# chunk_serializer

chunk_serializer, nets reached from selected ports:
Bar = 20 µm.
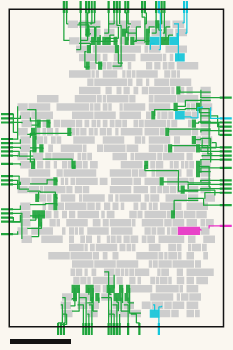

### config.mk
export PLATFORM = sky130hd
export DESIGN_NAME = chunk_serializer
export DESIGN_NICKNAME = d
export VERILOG_FILES = /design/src/rtl/chunk_serializer.sv
export SDC_FILE = /design/constraint.sdc
export NUM_CORES = 1
export LEC_CHECK = 0
export CAP_MARGIN = 40
export CORE_AREA = 2 2 68 102
export CTS_CLUSTER_SIZE = 10
export DETAILED_ROUTE_END_ITERATION = 10
export DIE_AREA = 0 0 70 104
export GPL_ROUTABILITY_DRIVEN = 0
export PLACE_DENSITY = 0.89
export SYNTH_ARGS = -nofsm -noshare
export SYNTH_HDL_FRONTEND = slang
export SYNTH_SLANG_ARGS = --single-unit
### constraint.sdc
create_clock -name clk -period 1.8 [get_ports clk]
set_clock_uncertainty 0.15 [all_clocks]
set_input_delay 0.54 -clock clk [delete_from_list [all_inputs] [get_ports clk]]
set_output_delay 0.54 -clock clk [all_outputs]
set_load 0.02 [all_outputs]
### src/rtl/chunk_serializer.sv
// chunk_serializer: loads one word and emits it MSB-first as CHUNK-bit
// chunks, zero-padded at the top so the bit count is a multiple of CHUNK.
module chunk_serializer #(
  parameter int WIDTH = 64,
  parameter int CHUNK = 5
) (
  input  logic             clk,
  input  logic             reset,
  input  logic             ld_valid,
  output logic             ld_ready,
  input  logic [WIDTH-1:0] ld_data,
  input  logic             out_ready,
  output logic             out_valid,
  output logic [CHUNK-1:0] out_chunk,
  output logic [3:0]       out_idx,
  output logic             out_last,
  output logic             done
);

  localparam int NCHUNK = (WIDTH + CHUNK - 1) / CHUNK;
  localparam int SW     = NCHUNK * CHUNK;
  localparam logic [3:0] LAST = 4'(NCHUNK - 1);

  typedef enum logic {
    IDLE,
    SEND
  } state_t;

  state_t          r_state;
  state_t          w_state_nx;
  logic [SW-1:0]   r_shadow;
  logic [3:0]      r_idx;
  logic            r_done;
  logic            w_load;
  logic            w_xfer;
  logic            w_at_last;

  assign w_at_last = (r_idx == LAST);

  // State register.
  always_ff @(posedge clk) begin
    if (reset) r_state <= IDLE;
    else       r_state <= w_state_nx;
  end

  // Next state plus load/transfer strobes.
  always_comb begin
    w_state_nx = r_state;
    w_load     = 1'b0;
    w_xfer     = 1'b0;
    unique case (r_state)
      IDLE: begin
        if (ld_valid) begin
          w_load     = 1'b1;
          w_state_nx = SEND;
        end
      end
      SEND: begin
        w_xfer = out_ready;
        if (out_ready && w_at_last)
          w_state_nx = IDLE;
      end
      default: w_state_nx = IDLE;
    endcase
  end

  // Shadow shift register, chunk index and end-of-word pulse.
  always_ff @(posedge clk) begin
    if (reset) begin
      r_shadow <= '0;
      r_idx    <= '0;
      r_done   <= 1'b0;
    end else begin
      r_done <= w_xfer && w_at_last;
      if (w_load) begin
        r_shadow <= SW'(ld_data);
        r_idx    <= '0;
      end else if (w_xfer) begin
        r_shadow <= r_shadow << CHUNK;
        r_idx    <= r_idx + 4'd1;
      end
    end
  end

  assign ld_ready  = (r_state == IDLE);
  assign out_valid = (r_state == SEND);
  assign out_chunk = out_valid ? r_shadow[SW-1 -: CHUNK] : '0;
  assign out_idx   = out_valid ? r_idx : 4'd0;
  assign out_last  = out_valid && w_at_last;
  assign done      = r_done;

endmodule

# fitness_eval_ctrl

`config.mk`:
```
export PLATFORM = sky130hd
export DESIGN_NAME = fitness_eval_ctrl
export DESIGN_NICKNAME = d
export VERILOG_FILES = /design/src/rtl/fitness_eval_ctrl.sv
export SDC_FILE = /design/constraint.sdc
export NUM_CORES = 1
export LEC_CHECK = 0
export CORE_ASPECT_RATIO = 0.6
export CORE_UTILIZATION = 43
export DETAILED_ROUTE_END_ITERATION = 8
export GPL_TIMING_DRIVEN = 0
export PLACE_DENSITY_LB_ADDON = 0.05
export RECOVER_POWER = 25
export SLEW_MARGIN = 10
export SYNTH_ARGS = -nofsm -noshare
export SYNTH_HDL_FRONTEND = slang
export SYNTH_SLANG_ARGS = --single-unit
export TNS_END_PERCENT = 5
```
`constraint.sdc`:
```
create_clock -name clk -period 2.7 [get_ports clk]
set_clock_uncertainty 0.2 [all_clocks]
set_input_delay 0.54 -clock clk [delete_from_list [all_inputs] [get_ports clk]]
set_output_delay 0.54 -clock clk [all_outputs]
set_load 0.01 [all_outputs]
```
`src/rtl/fitness_eval_ctrl.sv`:
```
// OneMax fitness front end for the population sorter: loads N chromosomes, starts the sort, captures best/worst.
// Optional FIT_SUM_EN adds fit_sum, the total of stored fitness values for roulette selection.
module fitness_eval_ctrl #(
    parameter int N       = 10,
    parameter int CHROM_W = 16,
    parameter int WIDTH   = 5
) (
    input  logic                       clk,
    input  logic                       rst,
    input  logic                       eval_start,
    input  logic                       chrom_valid,
    input  logic [CHROM_W-1:0]         chrom_data,
    output logic                       chrom_ready,
    output logic [N-1:0][WIDTH-1:0]    fitness_array,
    output logic                       sort_start,
    input  logic                       sort_done,
    input  logic [N-1:0][WIDTH-1:0]    sorted_array,
    output logic [WIDTH-1:0]           best_fitness,
    output logic [WIDTH-1:0]           worst_fitness,
    output logic                       eval_done,
`ifdef FIT_SUM_EN
    output logic [WIDTH+$clog2(N):0]   fit_sum,
`endif
    output logic                       busy
);

    // state | meaning
    // IDLE  | waiting for eval_start
    // LOAD  | accepting N chromosome beats, storing popcounts
    // START | one-cycle sort_start; sort_done ignored (may be stale)
    // WAIT  | waiting for sort_done, then capture best/worst
    // DONE  | one-cycle eval_done
    typedef enum logic [2:0] {IDLE, LOAD, START, WAIT, DONE} state_t;

    localparam int IDX_W = $clog2(N);
    localparam int CNT_W = $clog2(CHROM_W + 1);
    localparam int SUM_W = WIDTH + $clog2(N) + 1;
    localparam logic [WIDTH-1:0] FIT_MAX = '1;

    state_t                    state_q, state_d;
    logic [IDX_W-1:0]          idx_q, idx_d;
    logic [N-1:0][WIDTH-1:0]   fit_q, fit_d;
    logic [WIDTH-1:0]          best_q, best_d, worst_q, worst_d;
    logic [SUM_W-1:0]          sum_q, sum_d;
    logic                      ready_q, ready_d;
    logic                      start_q, start_d;
    logic                      done_q, done_d;
    logic                      busy_q, busy_d;
    logic [CNT_W-1:0]          pop_cnt;
    logic [WIDTH-1:0]          fit_sat;
    logic                      beat;
    logic                      sorted_unused;

    // Only the two ends of the sorted array matter here.
    assign sorted_unused = ^sorted_array;

    always_comb begin
        pop_cnt = '0;
        for (int b = 0; b < CHROM_W; b++) begin
            pop_cnt = pop_cnt + CNT_W'(chrom_data[b]);
        end
        if (int'(pop_cnt) > int'(FIT_MAX)) begin
            fit_sat = FIT_MAX;
        end else begin
            fit_sat = WIDTH'(pop_cnt);
        end
    end

    assign beat = chrom_valid & ready_q;

    always_comb begin
        state_d = state_q;
        idx_d   = idx_q;
        fit_d   = fit_q;
        best_d  = best_q;
        worst_d = worst_q;
        sum_d   = sum_q;
        case (state_q)
            IDLE: begin
                if (eval_start) begin
                    state_d = LOAD;
                    idx_d   = '0;
                    sum_d   = '0;
                end
            end
            LOAD: begin
                if (beat) begin
                    fit_d[idx_q] = fit_sat;
                    idx_d        = idx_q + IDX_W'(1);
                    sum_d        = sum_q + SUM_W'(fit_sat);
                    if (idx_q == IDX_W'(N - 1)) begin
                        state_d = START;
                        idx_d   = '0;
                    end
                end
            end
            START: state_d = WAIT;
            WAIT: begin
                if (sort_done) begin
                    best_d  = sorted_array[N-1];
                    worst_d = sorted_array[0];
                    state_d = DONE;
                end
            end
            DONE:    state_d = IDLE;
            default: state_d = IDLE;
        endcase
        // Outputs are registered decodes of the next state, so they are glitch-free flops.
        ready_d = (state_d == LOAD);
        start_d = (state_d == START);
        done_d  = (state_d == DONE);
        busy_d  = (state_d != IDLE);
    end

    always_ff @(posedge clk or posedge rst) begin
        if (rst) begin
            state_q <= IDLE;
            idx_q   <= '0;
            fit_q   <= '0;
            best_q  <= '0;
            worst_q <= '0;
            sum_q   <= '0;
            ready_q <= 1'b0;
            start_q <= 1'b0;
            done_q  <= 1'b0;
            busy_q  <= 1'b0;
        end else begin
            state_q <= state_d;
            idx_q   <= idx_d;
            fit_q   <= fit_d;
            best_q  <= best_d;
            worst_q <= worst_d;
            sum_q   <= sum_d;
            ready_q <= ready_d;
            start_q <= start_d;
            done_q  <= done_d;
            busy_q  <= busy_d;
        end
    end

    assign chrom_ready   = ready_q;
    assign fitness_array = fit_q;
    assign sort_start    = start_q;
    assign best_fitness  = best_q;
    assign worst_fitness = worst_q;
    assign eval_done     = done_q;
    assign busy          = busy_q;

`ifdef FIT_SUM_EN
    assign fit_sum = sum_q;
`else
    logic sum_unused;
    assign sum_unused = ^sum_q;
`endif

endmodule

```
# adau_spi_xfer

--- src/rtl/adau_spi_xfer_pkg.sv ---
// Shared definitions for the ADAU1761 control-port SPI master.
//   state_t            : transfer FSM encoding
//   ADAU_CHIP_ADDR_WR  : chip-address byte that opens a register write
//   ADAU_CHIP_ADDR_RD  : chip-address byte that opens a register read
package adau_spi_xfer_pkg;

  typedef enum logic [2:0] {
    IDLE,
    LEAD,
    HIGH,
    LOW,
    TRAIL,
    GAP
  } state_t;

  localparam logic [7:0] ADAU_CHIP_ADDR_WR = 8'h00;
  localparam logic [7:0] ADAU_CHIP_ADDR_RD = 8'h01;

endpackage

--- src/rtl/adau_spi_xfer_tick_gen.sv ---
// Divider producing a one-cycle tick every DIV enabled clk cycles.
// Shared by the SPI master and the I2S block.
//   clk     : system clock
//   reset_n : asynchronous reset, active-low
//   en      : count while high; counter holds while low
//   clr     : synchronous clear, wins over en
//   tick    : high in the cycle where the counter sits at DIV-1
module spi_tick_gen #(
  parameter int DIV = 6
) (
  input  logic clk,
  input  logic reset_n,
  input  logic en,
  input  logic clr,
  output logic tick
);

  localparam int CW = (DIV > 1) ? $clog2(DIV) : 1;

  logic [CW-1:0] cnt_q;

  assign tick = en && (cnt_q == CW'(DIV - 1));

  always_ff @(posedge clk or negedge reset_n) begin
    if (!reset_n) begin
      cnt_q <= '0;
    end else if (clr) begin
      cnt_q <= '0;
    end else if (en) begin
      cnt_q <= tick ? '0 : cnt_q + CW'(1);
    end
  end

endmodule

--- src/rtl/adau_spi_xfer.sv ---
// Variable-length SPI master for the ADAU1761 control port (CPOL=0).
// Sends 1..MAX_BYTES bytes MSB first and captures COUT for read-back.
//   clk       : system clock
//   reset_n   : asynchronous reset, active-low
//   cmd_data  : transmit word, left-aligned (bit 8*MAX_BYTES-1 goes first)
//   cmd_len   : transfer length in bytes; 0 or >MAX_BYTES is answered empty
//   cmd_valid : command valid
//   cmd_ready : command accepted when high together with cmd_valid
//   rsp_data  : received bits, right-aligned, upper bits zero
//   rsp_valid : one-cycle response strobe
//   cclk      : SPI clock, registered
//   cdata     : MOSI, registered
//   cout      : MISO, already synchronous to clk
//   clatch_n  : chip select, active-low, registered
module adau_spi_xfer
  import adau_spi_xfer_pkg::*;
#(
  parameter int CLK_DIV   = 6,
  parameter int MAX_BYTES = 4,
  parameter int LATCH_GAP = 1,
  localparam int LEN_BITS = $clog2(MAX_BYTES + 1)
) (
  input  logic                   clk,
  input  logic                   reset_n,
  input  logic [8*MAX_BYTES-1:0] cmd_data,
  input  logic [LEN_BITS-1:0]    cmd_len,
  input  logic                   cmd_valid,
  output logic                   cmd_ready,
  output logic [8*MAX_BYTES-1:0] rsp_data,
  output logic                   rsp_valid,
  output logic                   cclk,
  output logic                   cdata,
  input  logic                   cout,
  output logic                   clatch_n
);

  localparam int W     = 8 * MAX_BYTES;
  // {cmd_len, 3'b000} is exactly wide enough to hold 8*MAX_BYTES.
  localparam int CNT_W = LEN_BITS + 3;
  localparam int GAP_W = (LATCH_GAP > 1) ? $clog2(LATCH_GAP + 1) : 1;

  state_t             state_q, state_d;
  logic [W-1:0]       tx_q, tx_d;
  logic [W-1:0]       rx_q, rx_d;
  logic [CNT_W-1:0]   bit_cnt_q, bit_cnt_d;
  logic [GAP_W-1:0]   gap_cnt_q, gap_cnt_d;
  logic               cclk_q, cclk_d;
  logic               cdata_q, cdata_d;
  logic               clatch_q, clatch_d;
  logic               ready_q, ready_d;
  logic               rsp_valid_q, rsp_valid_d;
  logic [W-1:0]       rsp_data_q, rsp_data_d;

  logic tick;
  logic accept;
  logic len_ok;

  assign accept = cmd_valid && ready_q && (state_q == IDLE);
  assign len_ok = (cmd_len != '0) && (cmd_len <= LEN_BITS'(MAX_BYTES));

  // Half-period timebase: idle while waiting, restarted on every accept so
  // the LEAD phase is always a full half-period.
  spi_tick_gen #(
    .DIV (CLK_DIV)
  ) u_tick (
    .clk     (clk),
    .reset_n (reset_n),
    .en      (state_q != IDLE),
    .clr     (accept),
    .tick    (tick)
  );

  always_comb begin
    state_d     = state_q;
    tx_d        = tx_q;
    rx_d        = rx_q;
    bit_cnt_d   = bit_cnt_q;
    gap_cnt_d   = gap_cnt_q;
    cclk_d      = cclk_q;
    cdata_d     = cdata_q;
    clatch_d    = clatch_q;
    ready_d     = ready_q;
    rsp_valid_d = 1'b0;
    rsp_data_d  = rsp_data_q;

    unique case (state_q)
      IDLE: begin
        ready_d = 1'b1;
        if (accept) begin
          ready_d = 1'b0;
          if (len_ok) begin
            tx_d      = cmd_data;
            rx_d      = '0;
            bit_cnt_d = {cmd_len, 3'b000};
            clatch_d  = 1'b0;
            cdata_d   = cmd_data[W-1];
            state_d   = LEAD;
          end else begin
            // Bad length: answer at once with an empty response, pins untouched.
            rsp_valid_d = 1'b1;
            rsp_data_d  = '0;
          end
        end
      end
      LEAD: begin
        if (tick) begin
          cclk_d  = 1'b1;
          state_d = HIGH;
        end
      end
      HIGH: begin
        // Codec drives COUT on the falling edge, so sample at the end of high.
        if (tick) begin
          rx_d      = {rx_q[W-2:0], cout};
          tx_d      = {tx_q[W-2:0], 1'b0};
          cdata_d   = tx_q[W-2];
          cclk_d    = 1'b0;
          bit_cnt_d = bit_cnt_q - CNT_W'(1);
          state_d   = (bit_cnt_q == CNT_W'(1)) ? TRAIL : LOW;
        end
      end
      LOW: begin
        if (tick) begin
          cclk_d  = 1'b1;
          state_d = HIGH;
        end
      end
      TRAIL: begin
        if (tick) begin
          clatch_d  = 1'b1;
          cdata_d   = 1'b0;
          gap_cnt_d = GAP_W'(LATCH_GAP);
          state_d   = GAP;
        end
      end
      GAP: begin
        if (tick) begin
          if (gap_cnt_q == GAP_W'(1)) begin
            // rx was cleared at accept, so only the N received bits are set.
            rsp_valid_d = 1'b1;
            rsp_data_d  = rx_q;
            ready_d     = 1'b1;
            state_d     = IDLE;
          end else begin
            gap_cnt_d = gap_cnt_q - GAP_W'(1);
          end
        end
      end
      default: begin
        state_d = IDLE;
      end
    endcase
  end

  always_ff @(posedge clk or negedge reset_n) begin
    if (!reset_n) begin
      state_q     <= IDLE;
      bit_cnt_q   <= '0;
      gap_cnt_q   <= '0;
      cclk_q      <= 1'b0;
      cdata_q     <= 1'b0;
      clatch_q    <= 1'b1;
      ready_q     <= 1'b0;
      rsp_valid_q <= 1'b0;
      rsp_data_q  <= '0;
    end else begin
      state_q     <= state_d;
      bit_cnt_q   <= bit_cnt_d;
      gap_cnt_q   <= gap_cnt_d;
      cclk_q      <= cclk_d;
      cdata_q     <= cdata_d;
      clatch_q    <= clatch_d;
      ready_q     <= ready_d;
      rsp_valid_q <= rsp_valid_d;
      rsp_data_q  <= rsp_data_d;
    end
  end

  // Shift registers are always loaded before use, so they carry no reset.
  always_ff @(posedge clk) begin
    tx_q <= tx_d;
    rx_q <= rx_d;
  end

  assign cmd_ready = ready_q;
  assign rsp_valid = rsp_valid_q;
  assign rsp_data  = rsp_data_q;
  assign cclk      = cclk_q;
  assign cdata     = cdata_q;
  assign clatch_n  = clatch_q;

endmodule

--- config.mk ---
export PLATFORM = sky130hd
export DESIGN_NAME = adau_spi_xfer
export DESIGN_NICKNAME = d
export VERILOG_FILES = /design/src/rtl/adau_spi_xfer_pkg.sv /design/src/rtl/adau_spi_xfer_tick_gen.sv /design/src/rtl/adau_spi_xfer.sv
export SDC_FILE = /design/constraint.sdc
export NUM_CORES = 1
export LEC_CHECK = 0
export CAP_MARGIN = 30
export CORE_MARGIN = 2
export CORE_UTILIZATION = 46
export CTS_CLUSTER_SIZE = 40
export DETAILED_ROUTE_END_ITERATION = 10
export GPL_ROUTABILITY_DRIVEN = 1
export PLACE_DENSITY_LB_ADDON = 0.15
export SKIP_LAST_GASP = 1
export SYNTH_ARGS = -nofsm -noshare
export SYNTH_HDL_FRONTEND = slang
export SYNTH_HIERARCHICAL = 1
export SYNTH_SLANG_ARGS = --single-unit
--- constraint.sdc ---
create_clock -name clk -period 4.06 [get_ports clk]
set_input_delay 1.218 -clock clk [delete_from_list [all_inputs] [get_ports clk]]
set_output_delay 1.218 -clock clk [all_outputs]
set_load 0.005 [all_outputs]
fitness_eval_ctrl, placement view:
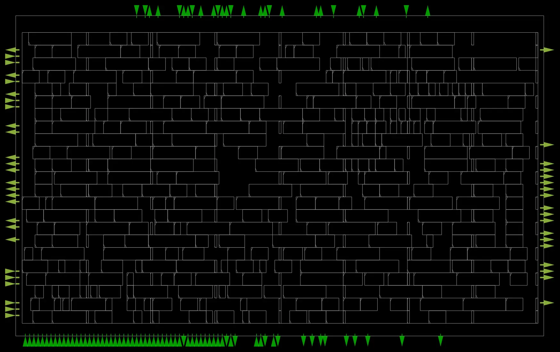
non-filler cells, final: 455
final core occ: 68.8%
# Taps: 100
core box area: 6940 µm²

==> run_results.csv, fitness_eval_ctrl <==
group,metric,value,unit
run,tool_warnings,69,
logic_synthesis,synth_seq_share,55.4,%
final_timing,setup_ws,-1.19,ns
final_layout,drive_above_1_share,32.1,%
floorplanning,fp_util,46.2,%
worst_setup_path,cp.depth,12,
grt,busiest_layer,"met2",
clock_tree,cts_hold_buffers,0,
logic_synthesis,ys_warn_count,0,
min_path,hold_depth,1,
final_timing,rsz0062_at_grt,"yes",
routing,post-route-drc-count,0,
worst_setup_path,r2r_slack,0.64,ns
final_layout,seqAreaFraction,37.3,%
final_layout,layout_top_cells,"82 x clkdlybuf4s50_1, 71 x dfrtp_1, 52 x mux2_2",
final_timing,holdWs,0.299,ns
worst_setup_path,worstSetupPathType,"input pin to flop",
final_layout,lay_top_count,"clkdlybuf4s50_1",
final_layout,logic_gates,137,
final_timing,setup_violations,50,
logic_synthesis,most_common_cell,"dfrtp_1",
logic_synthesis,synth_cells,239,
status,status,"complete, but fails checks",
clock_tree,cts_tree,"yes",
status,violations,"negative setup slack",
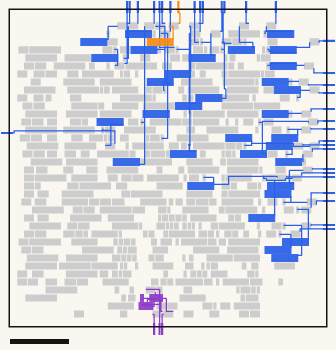
adau_spi_xfer: nets reached from selected ports
Bar = 20 µm.
Key: `cmd_len` = purple [bits 3, direction input, edge south, end cells 5, wire 66.9 µm]; `rsp_valid` = orange [bits 1, direction output, edge north, end cells 1, wire 11.0 µm]; `rsp_data` = blue [bits 32, direction output, edge 17 east, 14 north, 1 west, end cells 32, wire 815 µm]

==> run_results.csv, adau_spi_xfer <==
group,metric,value,unit
placement,place_hpwl,5550,µm
status,status,"complete, no violations",
logic_synthesis,ys_sh_xor,0,%
final_timing,setup_violations,0,
placement,place_area,5840,µm²
placement,gp_congestion,0.808,
routing,first_pass_iters,4,
worst_setup_path,critPathTopFamily,"simple AND/OR/NAND/NOR gates",
logic_synthesis,edf_count,63,
power_and_ir_drop,swShare,20.5,%
grt,gr-usage-met3,5.99,%
clock_tree,cts_setup_buffers,0,
final_layout,clkCellAreaFrac,9.04,%
floorplanning,ios,76,
clock_tree,cts_inserted_buffers,17,
final_layout,seqAreaFraction,48.9,%
final_layout,largest_class,"flip-flops and latches",
logic_synthesis,flop_cell,"edfxtp_1",
grt,grt_use_met2,24.7,%
routing,routed-via-count,3054,
logic_synthesis,synth_seq_share,63.9,%
min_path,hold_depth,2,
final_layout,final_util,61.9,%
worst_setup_path,crit_fanout,64,
logic_synthesis,synthTopCellsByCount,"63 x edfxtp_1, 49 x dfrtp_1, 41 x inv_1",
final_layout,clock_buffers,18,
logic_synthesis,ys_types,43,
min_path,hold_path_class,"flop to flop",
worst_setup_path,r2r_slack,1.37,ns
chunk_serializer, local utilization:
Bar = 20 µm. The die is cut into 7 by 10 equal tiles; white is low, dark blue is high, 0 to 100% covered.
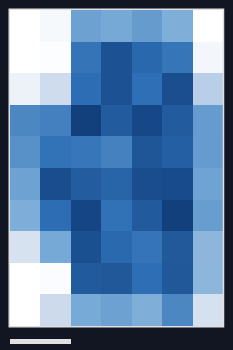
10% of the tiles are nearly empty. The mean over all tiles is 58%. The densest ninth of the die: centre. The fullest tile reaches 94%. The emptiest ninth of the die: north-west. 37% of the tiles are over 75% full.

About 'nets reached from selected ports' of chunk_serializer:
Key: `out_chunk` = cyan [bits 5, direction output, edge 3 north, 1 east, 1 south, end cells 5, wire 72.3 µm]; `ld_data` = green [bits 64, direction input, edge 18 north, 17 west, 15 east, 14 south, end cells 64, wire 1030 µm]; `done` = magenta [bits 1, direction output, edge east, end cells 1, wire 5.60 µm]

==> run_results.csv, chunk_serializer <==
group,metric,value,unit
status,status,"complete, but fails checks",
status,violations,"negative setup slack",
worst_setup_path,r2r_slack,0.26,ns
final_layout,final_cells,566,
final_layout,largest_class,"combinational gates",
floorplanning,die_h,104,µm
worst_setup_path,crit_fanout,5,
final_timing,fmax,540,MHz
final_timing,min_period,1.85,ns
final_timing,setup_violations,2,
logic_synthesis,aoi_share,24.0,%
clock_tree,cts_tree,"yes",
final_layout,seq_cell_count,71,
floorplanning,fp.dieW,70,µm
worst_setup_path,cp-end-kind,"primary output",
worst_setup_path,crit_start,"out_valid",
power_and_ir_drop,swShare,23.8,%
final_timing,setup_ws,-0.0505,ns
placement,pre_cts_slack,-0.248,ns
clock_tree,cts_inserted_buffers,9,
worst_setup_path,arrival,1.16,ns
min_path,hold-path-endpoint,"r_shadow[49]",
routing,drt_iter0_drc,272,
grt,busiest_layer,"met2",


==> screenshots <==
Register map, names as in the netlist.
Bar = 20 µm. Other sequential cells in the stronger grey, the rest of the logic in the fainter grey.
(a)
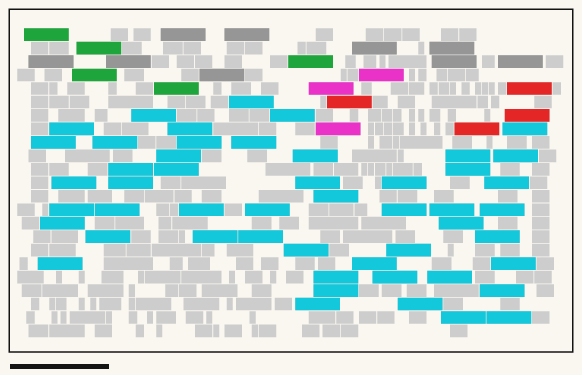
(b)
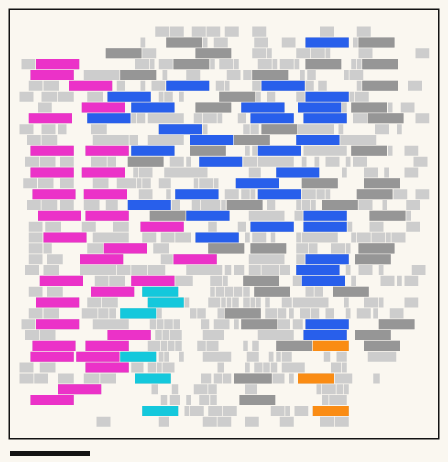
(c)
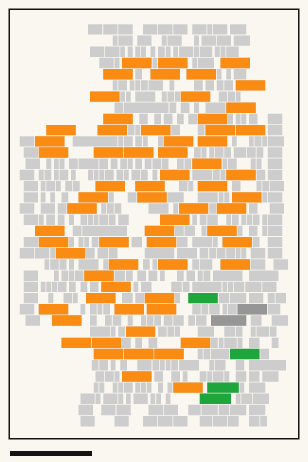
| picture | from |
|---|---|
| (c) | chunk_serializer |
| (b) | adau_spi_xfer |
| (a) | fitness_eval_ctrl |

